# ---- block 1 ----
Fig. 1: block 1, clock wiring as the flow saved it
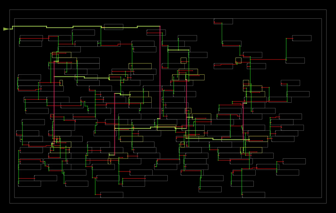
Fig. 2: block 1, PDN straps and rails
Bar = 50 um. Pins as bars on the die edge.
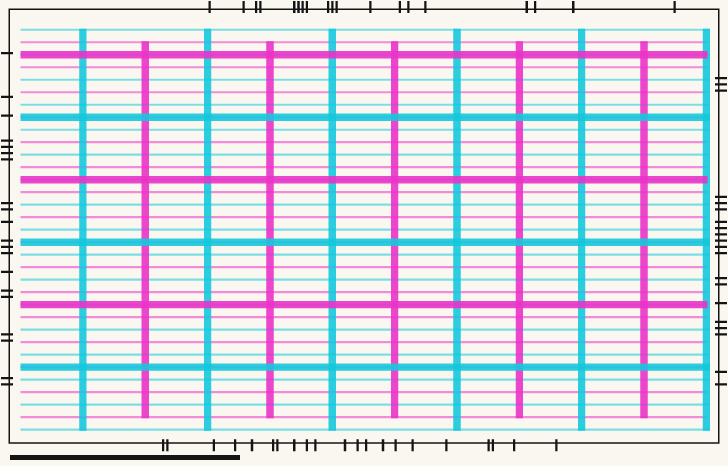
### src/rtl/router_pkg.sv
// router_pkg: flit field widths, flit-type encodings and the write-side packet state.
// Revision 1.0
`default_nettype none

package router_pkg;

  localparam int FLIT_ID_W = 3;
  localparam int ADDR_W    = 4;

  localparam logic [FLIT_ID_W-1:0] HEADER      = 3'b001;
  localparam logic [FLIT_ID_W-1:0] BODY        = 3'b010;
  localparam logic [FLIT_ID_W-1:0] TAIL        = 3'b100;
  localparam logic [FLIT_ID_W-1:0] HEADER_TAIL = 3'b101;

  typedef enum logic [0:0] {
    IDLE   = 1'b0,
    IN_PKT = 1'b1
  } pkt_state_t;

  function automatic logic is_header(input logic [FLIT_ID_W-1:0] id);
    return (id == HEADER) || (id == HEADER_TAIL);
  endfunction

endpackage

`default_nettype wire

### src/rtl/fifo_mem.sv
// fifo_mem: DEPTH x DATA_WIDTH flit storage, synchronous write, asynchronous head read
// plus a routing-field peek port used to precompute the next-cycle head. Revision 1.0
`default_nettype none

module fifo_mem
  import router_pkg::*;
#(
  parameter int DATA_WIDTH = 32,
  parameter int DEPTH      = 4,
  parameter int PTR_W      = 2
) (
  input  logic                  clk,
  input  logic                  wr_en,
  input  logic [PTR_W-1:0]      wr_addr,
  input  logic [DATA_WIDTH-1:0] wr_data,
  input  logic [PTR_W-1:0]      rd_addr,
  output logic [DATA_WIDTH-1:0] rd_data,
  input  logic [PTR_W-1:0]      peek_addr,
  output logic [FLIT_ID_W-1:0]  peek_id,
  output logic [ADDR_W-1:0]     peek_dst
);

  logic [DATA_WIDTH-1:0] mem [DEPTH];

  always_ff @(posedge clk) begin
    if (wr_en) begin
      mem[wr_addr] <= wr_data;
    end
  end

  assign rd_data  = mem[rd_addr];
  assign peek_id  = mem[peek_addr][DATA_WIDTH-1 -: FLIT_ID_W];
  assign peek_dst = mem[peek_addr][ADDR_W-1:0];

endmodule

`default_nettype wire

### src/rtl/lbdr_input_fifo.sv
// lbdr_input_fifo: router input buffer feeding LBDR with head flit, credits and link error flags.
// Revision 1.0
`default_nettype none

module lbdr_input_fifo
  import router_pkg::*;
#(
  parameter int DATA_WIDTH = 32,
  parameter int DEPTH      = 4
) (
  input  logic                  clk,
  input  logic                  rst,
  input  logic                  valid_in,
  input  logic [DATA_WIDTH-1:0] flit_in,
  input  logic                  read_en,
  output logic                  empty,
  output logic [FLIT_ID_W-1:0]  flit_id,
  output logic [ADDR_W-1:0]     dst_addr,
  output logic [DATA_WIDTH-1:0] data_out,
  output logic                  credit_out,
  output logic                  full,
  output logic                  overflow_err,
  output logic                  proto_err
);

  localparam int                 PTR_W   = $clog2(DEPTH);
  localparam logic [PTR_W-1:0]   PTR_ONE = PTR_W'(1);
  localparam logic [PTR_W:0]     CNT_ONE = (PTR_W + 1)'(1);
  localparam logic [PTR_W:0]     CNT_MAX = (PTR_W + 1)'(DEPTH);

  logic [PTR_W-1:0]     wr_ptr, rd_ptr, peek_ptr;
  logic [PTR_W:0]       count, count_nxt;
  logic                 wr, pop, head_change;
  logic [FLIT_ID_W-1:0] in_id, peek_id, next_id;
  logic [ADDR_W-1:0]    peek_dst, next_dst;
  pkt_state_t           state, state_nxt;
  logic                 proto_viol;

  assign empty = (count == '0);
  assign full  = (count == CNT_MAX);
  assign wr    = valid_in & (~full | read_en);
  assign pop   = read_en & ~empty;
  assign in_id = flit_in[DATA_WIDTH-1 -: FLIT_ID_W];

  always_comb begin
    count_nxt = count;
    if (wr && !pop) begin
      count_nxt = count + CNT_ONE;
    end else if (pop && !wr) begin
      count_nxt = count - CNT_ONE;
    end
  end

  fifo_mem #(
    .DATA_WIDTH(DATA_WIDTH),
    .DEPTH     (DEPTH),
    .PTR_W     (PTR_W)
  ) u_mem (
    .clk      (clk),
    .wr_en    (wr),
    .wr_addr  (wr_ptr),
    .wr_data  (flit_in),
    .rd_addr  (rd_ptr),
    .rd_data  (data_out),
    .peek_addr(peek_ptr),
    .peek_id  (peek_id),
    .peek_dst (peek_dst)
  );

  assign flit_id = data_out[DATA_WIDTH-1 -: FLIT_ID_W];

  // Next-cycle head: the incoming flit when it lands in the slot the head will occupy
  assign peek_ptr    = pop ? (rd_ptr + PTR_ONE) : rd_ptr;
  assign next_id     = (wr && (peek_ptr == wr_ptr)) ? in_id : peek_id;
  assign next_dst    = (wr && (peek_ptr == wr_ptr)) ? flit_in[ADDR_W-1:0] : peek_dst;
  assign head_change = (pop | (empty & wr)) & (count_nxt != '0);

  always_ff @(posedge clk or negedge rst) begin
    if (!rst) begin
      wr_ptr       <= '0;
      rd_ptr       <= '0;
      count        <= '0;
      credit_out   <= 1'b0;
      dst_addr     <= '0;
      overflow_err <= 1'b0;
      proto_err    <= 1'b0;
    end else begin
      if (wr) wr_ptr <= wr_ptr + PTR_ONE;
      if (pop) rd_ptr <= rd_ptr + PTR_ONE;
      count      <= count_nxt;
      credit_out <= pop;
      if (head_change && is_header(next_id)) dst_addr <= next_dst;
      if (valid_in && full && !read_en) overflow_err <= 1'b1;
      if (proto_viol) proto_err <= 1'b1;
    end
  end

  always_ff @(posedge clk or negedge rst) begin
    if (!rst) begin
      state <= IDLE;
    end else begin
      state <= state_nxt;
    end
  end

  always_comb begin
    state_nxt = state;
    if (wr) begin
      case (state)
        IDLE:    if (in_id == HEADER) state_nxt = IN_PKT;
        IN_PKT: begin
          if (in_id == TAIL || in_id == HEADER_TAIL) state_nxt = IDLE;
          else if (in_id == HEADER)                  state_nxt = IN_PKT;
        end
        default: state_nxt = IDLE;
      endcase
    end
  end

  // A header arriving mid-packet restarts the packet, so only the flag is raised here
  always_comb begin
    proto_viol = 1'b0;
    if (wr) begin
      case (state)
        IDLE:    proto_viol = (in_id == BODY) || (in_id == TAIL);
        IN_PKT:  proto_viol = is_header(in_id);
        default: proto_viol = 1'b0;
      endcase
    end
  end

endmodule

`default_nettype wire

### config.mk
export PLATFORM = sky130hd
export DESIGN_NAME = lbdr_input_fifo
export DESIGN_NICKNAME = d
export VERILOG_FILES = /design/src/rtl/router_pkg.sv /design/src/rtl/fifo_mem.sv /design/src/rtl/lbdr_input_fifo.sv
export SDC_FILE = /design/constraint.sdc
export NUM_CORES = 1
export LEC_CHECK = 0
export ABC_AREA = 1
export CORE_ASPECT_RATIO = 0.6
export CORE_MARGIN = 2
export CORE_UTILIZATION = 45
export DETAILED_ROUTE_END_ITERATION = 16
export GPL_ROUTABILITY_DRIVEN = 0
export PLACE_DENSITY_LB_ADDON = 0.1
export SETUP_SLACK_MARGIN = 0.4
export SLEW_MARGIN = 15
export SYNTH_ARGS = -nofsm -noshare
export SYNTH_HDL_FRONTEND = slang
export SYNTH_SLANG_ARGS = --single-unit
### constraint.sdc
create_clock -name clk -period 4.35 [get_ports clk]
set_input_delay 0.6525 -clock clk [delete_from_list [all_inputs] [get_ports clk]]
set_output_delay 0.6525 -clock clk [all_outputs]
set_load 0.01 [all_outputs]
==> flow_summary.json <==
{
  "critical-path-top-delay-family": "buffers and inverters",
  "drt_iter0_markers": 304,
  "relSlewSlack": 0.214,
  "utilization": 0.583,
  "firstDrtPassIters": 5,
  "wl_met2_um": 6080,
  "gr-total-overflow": 0,
  "yosys_warnings": 0,
  "run_status": "finished, final reports clean",
  "total_power_uw": 5760,
  "sh_comb_area": 0.213,
  "pg_seq_uw": 1920,
  "nMultiInputCombCells": 290,
  "postCtsHoldBufs": 0,
  "swShare": 0.365,
  "die_area_um2": 14500,
  "holdPathStages": 2,
  "power_frac_seq": 0.333,
  "cts_root_buffer": "clkbuf_16",
  "synthArstFlopShare": 0.105,
  "powerComb_uw": 2410,
  "ys_cells": 495,
  "maxCapViolCount": 0,
  "ios": 80,
  "drt_wl_total_um": 13700,
  "ctsResizeCount": 0,
  "stdcell_count": 752,
  "area_dominant_class": "sequential cells",
  "clock_cell_area_share": 0.0762,
  "fp.dieH_um": 94.1,
  "min_to": "dst_addr[2]",
  "p_comb_frac": 0.418,
  "min_period_over_period": 0.808,
  "fillers": 1029,
  "dpl.hpwl_um": 8110,
  "top_logic_kind": "simple AND/OR/NAND/NOR gates",
  "synth_cells": 495,
  "die_w_um": 154,
  "grt_pass1_vias": 3932,
  "clockBufferDepth": 2,
  "topRoutingLayerUsed": "met4",
  "worst_slew_pin_slew_ns": 1.18,
  "busiest_layer": "met2",
  "place_inst": 721,
  "grt_usage": 0.196,
  "use_met2": 0.294,
  "fmax_mhz": 284,
  "r2r_cells": 10,
  "crit_arrival_ns": 2.86,
  "path_max_fanout": 30,
  "via_count": 4028,
  "syn_to_final_growth_pct": 24.7,
  "grt_pass1_wl_um": 21100,
  "logic_area_um2": 1620,
  "syn_nets": 538,
  "hold_slack_ns": 0.470,
  "synth.ff_latch_count": 143,
  "fp_util": 0.467,
  "synth.avg_cell_area_um2": 12.3,
  "cp-end-kind": "output pin",
  "grt_max_degree": 71,
  "p_int_uw": 3660,
  "portBuffers": 79,
  "mostFrequentLayoutCells": "edfxtp_1 (128), clkdlybuf4s50_1 (79), o21ai_0 (62)"
}
Notes on Fig. 1 above:
Sink Count: 143
CTS buffer count: 17
later-pin clock latency in the skew report: 0.41 ns
clock buffers: 19
P_clk: 1430 uW

Notes on Fig. 2 above:
Key: VSS = cyan; VDD = magenta
6 straps on met5. 11 straps on met4. 33 met1 rails follow the rows. 80 signal pins sit on the boundary. The core has 32 rows.

==> registers in the layout, indices dropped and copies added, names as in the netlist <==
signal / flops
count: 3
credit_out: 1
dst_addr: 4
overflow_err: 1
proto_err: 1
rd_ptr: 2
state: 1
u_mem.mem: 128
wr_ptr: 2
==> how the worst max path moves through the flow <==
stage	start	end	depth (start not counted)
floorplan	count[0]	u_mem.mem[0][0]	5
global placement	read_en	u_mem.mem[0][17]	5
detailed placement	rd_ptr[1]	flit_id[2]	6
CTS	rd_ptr[1]	flit_id[2]	6
global route	rd_ptr[1]	data_out[1]	6
finish	rd_ptr[1]	flit_id[2]	6

# ---- block 2 ----
### config.mk
export PLATFORM = sky130hd
export DESIGN_NAME = mem_port_arbiter_flat
export DESIGN_NICKNAME = d
export VERILOG_FILES = /design/src/rtl/mem_port_arbiter_if.sv /design/src/rtl/mem_port_arbiter.sv /design/src/flat_wrapper.sv
export SDC_FILE = /design/constraint.sdc
export NUM_CORES = 1
export LEC_CHECK = 0
export CAP_MARGIN = 20
export CORE_UTILIZATION = 29
export CTS_BUF_LIST = sky130_fd_sc_hd__clkbuf_2
export DETAILED_ROUTE_END_ITERATION = 6
export PLACE_DENSITY = 0.69
export SLEW_MARGIN = 40
export SYNTH_ARGS = -nofsm -noshare
export SYNTH_HDL_FRONTEND = slang
export SYNTH_SLANG_ARGS = --single-unit
export TNS_END_PERCENT = 50
### constraint.sdc
create_clock -name clk -period 2.2 [get_ports clk]
set_input_delay 0.44 -clock clk [delete_from_list [all_inputs] [get_ports clk]]
set_output_delay 0.44 -clock clk [all_outputs]
set_load 0.005 [all_outputs]
### src/rtl/mem_port_arbiter_if.sv
// Bus bundle between the memory port arbiter, its two requesters and the memory.
// The arbiter takes the slave view; the requesters/memory side takes the master view.
interface mem_port_arbiter_if #(
  parameter int N = 32,
  parameter int M = 16
);
  logic         if_req;
  logic [M-1:0] if_addr;
  logic         if_gnt;
  logic         if_valid;
  logic         d_req;
  logic         d_we;
  logic [M-1:0] d_addr;
  logic [N-1:0] d_wdata;
  logic [N-1:0] d_mask;
  logic         d_gnt;
  logic         d_valid;
  logic [N-1:0] rdata;
  logic         mem_en;
  logic         mem_we;
  logic [M-1:0] mem_addr;
  logic [N-1:0] mem_wdata;
  logic [N-1:0] mem_mask;
  logic [N-1:0] mem_rdata;

  modport slave (
    input  if_req, if_addr, d_req, d_we, d_addr, d_wdata, d_mask, mem_rdata,
    output if_gnt, if_valid, d_gnt, d_valid, rdata,
           mem_en, mem_we, mem_addr, mem_wdata, mem_mask
  );

  modport master (
    output if_req, if_addr, d_req, d_we, d_addr, d_wdata, d_mask, mem_rdata,
    input  if_gnt, if_valid, d_gnt, d_valid, rdata,
           mem_en, mem_we, mem_addr, mem_wdata, mem_mask
  );
endinterface

### src/rtl/mem_port_arbiter.sv
// Round-robin arbiter sharing one memory port between instruction fetch and data
// access; one access in flight, fixed read latency, registered outputs.
module mem_port_arbiter #(
  parameter int N   = 32,
  parameter int M   = 16,
  parameter int LAT = 2
) (
  input  logic                  clk,
  input  logic                  rst_n,
  input  logic                  halted,
  mem_port_arbiter_if.slave     bus
);

  localparam logic [1:0] S_IDLE  = 2'd0;
  localparam logic [1:0] S_ISSUE = 2'd1;
  localparam logic [1:0] S_WAIT  = 2'd2;
  localparam logic [1:0] S_DONE  = 2'd3;
  localparam logic [3:0] LAT_C   = 4'(LAT);

  logic [1:0]   state_q, state_d;
  logic [3:0]   cnt_q, cnt_d;
  logic         last_q, last_d;   // 1 = data side won last
  logic         win_q, win_d;     // 1 = data side owns the current access
  logic         if_gnt_q, if_gnt_d, d_gnt_q, d_gnt_d;
  logic         if_valid_q, if_valid_d, d_valid_q, d_valid_d;
  logic [N-1:0] rdata_q, rdata_d;
  logic         mem_en_q, mem_en_d, mem_we_q, mem_we_d;
  logic [M-1:0] mem_addr_q, mem_addr_d;
  logic [N-1:0] mem_wdata_q, mem_wdata_d;
  logic [N-1:0] mem_mask_q, mem_mask_d;
  logic         pick_d;

  // Data wins when it is the only requester, or on a tie when fetch went last.
  assign pick_d = bus.d_req & (~bus.if_req | ~last_q);

  always_comb begin
    state_d     = state_q;
    cnt_d       = cnt_q;
    last_d      = last_q;
    win_d       = win_q;
    if_gnt_d    = 1'b0;
    d_gnt_d     = 1'b0;
    if_valid_d  = 1'b0;
    d_valid_d   = 1'b0;
    rdata_d     = rdata_q;
    mem_en_d    = 1'b0;
    mem_we_d    = 1'b0;
    mem_addr_d  = mem_addr_q;
    mem_wdata_d = mem_wdata_q;
    mem_mask_d  = mem_mask_q;
    case (state_q)
      S_IDLE: begin
        if ((bus.if_req | bus.d_req) && !halted) begin
          state_d  = S_ISSUE;
          win_d    = pick_d;
          last_d   = pick_d;
          mem_en_d = 1'b1;
          if (pick_d) begin
            d_gnt_d     = 1'b1;
            mem_we_d    = bus.d_we;
            mem_addr_d  = bus.d_addr;
            mem_wdata_d = bus.d_wdata;
            mem_mask_d  = bus.d_we ? bus.d_mask : '0;
          end else begin
            if_gnt_d   = 1'b1;
            mem_addr_d = bus.if_addr;
            mem_mask_d = '0;
          end
        end
      end
      S_ISSUE: begin
        // mem_we_q is high only while a write is being issued.
        if (mem_we_q) begin
          state_d = S_IDLE;
        end else begin
          cnt_d   = 4'd1;
          state_d = S_WAIT;
        end
      end
      S_WAIT: begin
        if (cnt_q == LAT_C) begin
          rdata_d    = bus.mem_rdata;
          state_d    = S_DONE;
          d_valid_d  = win_q;
          if_valid_d = ~win_q;
        end else begin
          cnt_d = cnt_q + 4'd1;
        end
      end
      default: begin
        state_d = S_IDLE;
        cnt_d   = 4'd0;
      end
    endcase
  end

  always_ff @(posedge clk) begin
    if (!rst_n) begin
      state_q     <= S_IDLE;
      cnt_q       <= 4'd0;
      last_q      <= 1'b1;
      win_q       <= 1'b0;
      if_gnt_q    <= 1'b0;
      d_gnt_q     <= 1'b0;
      if_valid_q  <= 1'b0;
      d_valid_q   <= 1'b0;
      rdata_q     <= '0;
      mem_en_q    <= 1'b0;
      mem_we_q    <= 1'b0;
      mem_addr_q  <= '0;
      mem_wdata_q <= '0;
      mem_mask_q  <= '0;
    end else begin
      state_q     <= state_d;
      cnt_q       <= cnt_d;
      last_q      <= last_d;
      win_q       <= win_d;
      if_gnt_q    <= if_gnt_d;
      d_gnt_q     <= d_gnt_d;
      if_valid_q  <= if_valid_d;
      d_valid_q   <= d_valid_d;
      rdata_q     <= rdata_d;
      mem_en_q    <= mem_en_d;
      mem_we_q    <= mem_we_d;
      mem_addr_q  <= mem_addr_d;
      mem_wdata_q <= mem_wdata_d;
      mem_mask_q  <= mem_mask_d;
    end
  end

  assign bus.if_gnt    = if_gnt_q;
  assign bus.d_gnt     = d_gnt_q;
  assign bus.if_valid  = if_valid_q;
  assign bus.d_valid   = d_valid_q;
  assign bus.rdata     = rdata_q;
  assign bus.mem_en    = mem_en_q;
  assign bus.mem_we    = mem_we_q;
  assign bus.mem_addr  = mem_addr_q;
  assign bus.mem_wdata = mem_wdata_q;
  assign bus.mem_mask  = mem_mask_q;

endmodule
### src/flat_wrapper.sv
// flat-port wrapper written by rule: the top's interface ports become plain ports
module mem_port_arbiter_flat 
#(
  parameter int N   = 32,
  parameter int M   = 16,
  parameter int LAT = 2
)
  (clk, rst_n, halted, bus_if_req, bus_if_addr, bus_d_req, bus_d_we, bus_d_addr, bus_d_wdata, bus_d_mask, bus_mem_rdata, bus_if_gnt, bus_if_valid, bus_d_gnt, bus_d_valid, bus_rdata, bus_mem_en, bus_mem_we, bus_mem_addr, bus_mem_wdata, bus_mem_mask);
  mem_port_arbiter_if #(.N(N), .M(M)) bus_i ();
  input  logic clk;
  input  logic rst_n;
  input  logic halted;
  input wire logic [$bits(bus_i.if_req)-1:0] bus_if_req;
  input wire logic [$bits(bus_i.if_addr)-1:0] bus_if_addr;
  input wire logic [$bits(bus_i.d_req)-1:0] bus_d_req;
  input wire logic [$bits(bus_i.d_we)-1:0] bus_d_we;
  input wire logic [$bits(bus_i.d_addr)-1:0] bus_d_addr;
  input wire logic [$bits(bus_i.d_wdata)-1:0] bus_d_wdata;
  input wire logic [$bits(bus_i.d_mask)-1:0] bus_d_mask;
  input wire logic [$bits(bus_i.mem_rdata)-1:0] bus_mem_rdata;
  output wire logic [$bits(bus_i.if_gnt)-1:0] bus_if_gnt;
  output wire logic [$bits(bus_i.if_valid)-1:0] bus_if_valid;
  output wire logic [$bits(bus_i.d_gnt)-1:0] bus_d_gnt;
  output wire logic [$bits(bus_i.d_valid)-1:0] bus_d_valid;
  output wire logic [$bits(bus_i.rdata)-1:0] bus_rdata;
  output wire logic [$bits(bus_i.mem_en)-1:0] bus_mem_en;
  output wire logic [$bits(bus_i.mem_we)-1:0] bus_mem_we;
  output wire logic [$bits(bus_i.mem_addr)-1:0] bus_mem_addr;
  output wire logic [$bits(bus_i.mem_wdata)-1:0] bus_mem_wdata;
  output wire logic [$bits(bus_i.mem_mask)-1:0] bus_mem_mask;
  assign bus_i.if_req = bus_if_req;
  assign bus_i.if_addr = bus_if_addr;
  assign bus_i.d_req = bus_d_req;
  assign bus_i.d_we = bus_d_we;
  assign bus_i.d_addr = bus_d_addr;
  assign bus_i.d_wdata = bus_d_wdata;
  assign bus_i.d_mask = bus_d_mask;
  assign bus_i.mem_rdata = bus_mem_rdata;
  assign bus_if_gnt = bus_i.if_gnt;
  assign bus_if_valid = bus_i.if_valid;
  assign bus_d_gnt = bus_i.d_gnt;
  assign bus_d_valid = bus_i.d_valid;
  assign bus_rdata = bus_i.rdata;
  assign bus_mem_en = bus_i.mem_en;
  assign bus_mem_we = bus_i.mem_we;
  assign bus_mem_addr = bus_i.mem_addr;
  assign bus_mem_wdata = bus_i.mem_wdata;
  assign bus_mem_mask = bus_i.mem_mask;
  mem_port_arbiter #(.N(N), .M(M), .LAT(LAT)) u_core (.clk(clk), .rst_n(rst_n), .halted(halted), .bus(bus_i));
endmodule
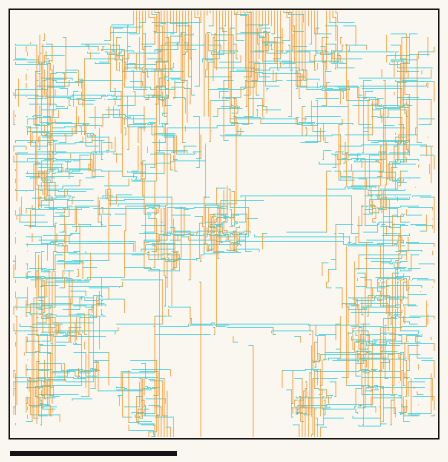
Fig. 3. Metal layers overlaid (block 2).
Bar = 50 um. Two of the layers only.
Key: M2 = orange [wire length 6470 um]; M1 = cyan [wire length 5720 um]

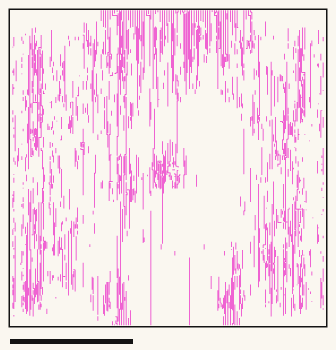
Fig. 4. The metal 2 layer (block 2).
Bar = 50 um.
The wires run mostly vertical. The layer carries 6470 um of wire.

==> flow_summary.json <==
{
  "run_status": "finished, final reports clean",
  "wl_met3_um": 1520,
  "viasPerCell": 4.68,
  "placed_area_um2": 7330,
  "hold_viol": 0,
  "worstHoldStart": "bus_mem_rdata[15]",
  "synth.avg_cell_area_um2": 9.98,
  "grt_pass1_vias": 4171,
  "sh_comb_area": 0.245,
  "timing.final.crit_period_ns": 2.05,
  "wl_met2_um": 6470,
  "p_clk_frac": 0.291,
  "setup_viol": 0,
  "regToRegStartpoint": "u_core.state_q[0]",
  "mostFrequentLayoutCells": "clkdlybuf4s50_1 (250), dfxtp_1 (106), nand2_1 (69)",
  "coreArea_um2": 15400,
  "yosys-top-cells-area": "dfxtp_1 (54%), a22o_1 (6.1%), a22oi_2 (5.7%)",
  "synthArstFlopShare": 0,
  "nMultiInputCombCells": 296,
  "design_area_um2": 7620,
  "switching_power_uw": 1570,
  "post-place-ws_ns": 0.244,
  "path_max_fanout": 2,
  "nWellTaps": 211
}
kinds of logic (layout without fill, tap and decap cells):
group                    count (synthesis)  in the layout  synth area share
adder cells (fa/ha/maj)                  6              6            0.0162
flip-flops                             126            126             0.545
multiplexers                            16             16            0.0346
buffers and inverters                   42            299            0.0562
AND-OR/OR-AND                          143            143             0.226
AND/OR/NAND/NOR                        131            131             0.122
worst register-to-register path, cell delays in order, from the launching register on:
cell and delay (ns):
dfxtp_1 0.38, inv_1 0.12, ha_1 0.37, nor4bb_4 0.49, buf_12 0.23, nand2_1 0.13
a21oi_1 0.12


==> layout pictures side by side <==
Signal wires on met3.
Plate I
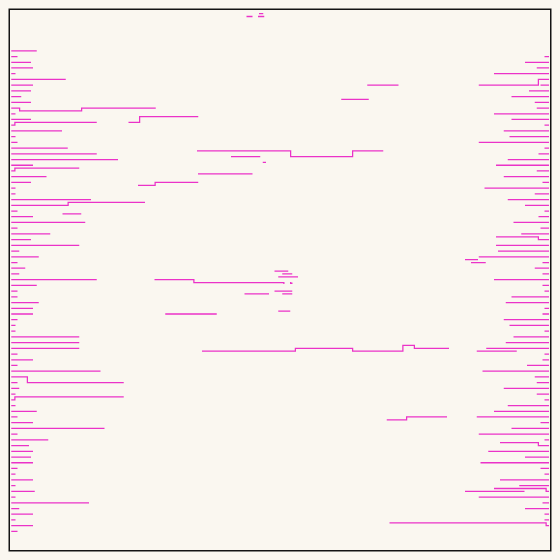
Plate II
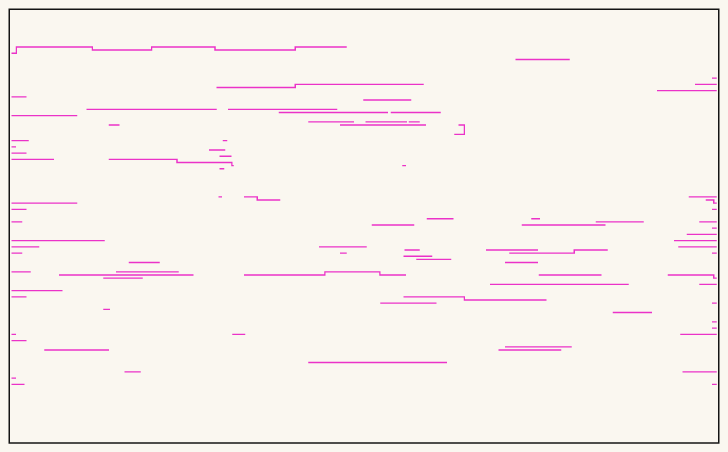
- block 2 = Plate I
- block 1 = Plate II

Key to Plate I:
The layer carries 1520 um of wire. The wires run mostly horizontal. The longest straight run is 37.0 um. 182 nets have wire on it. The layer holds 11% of the routed length.

Power and IR drop assume default switching activity.
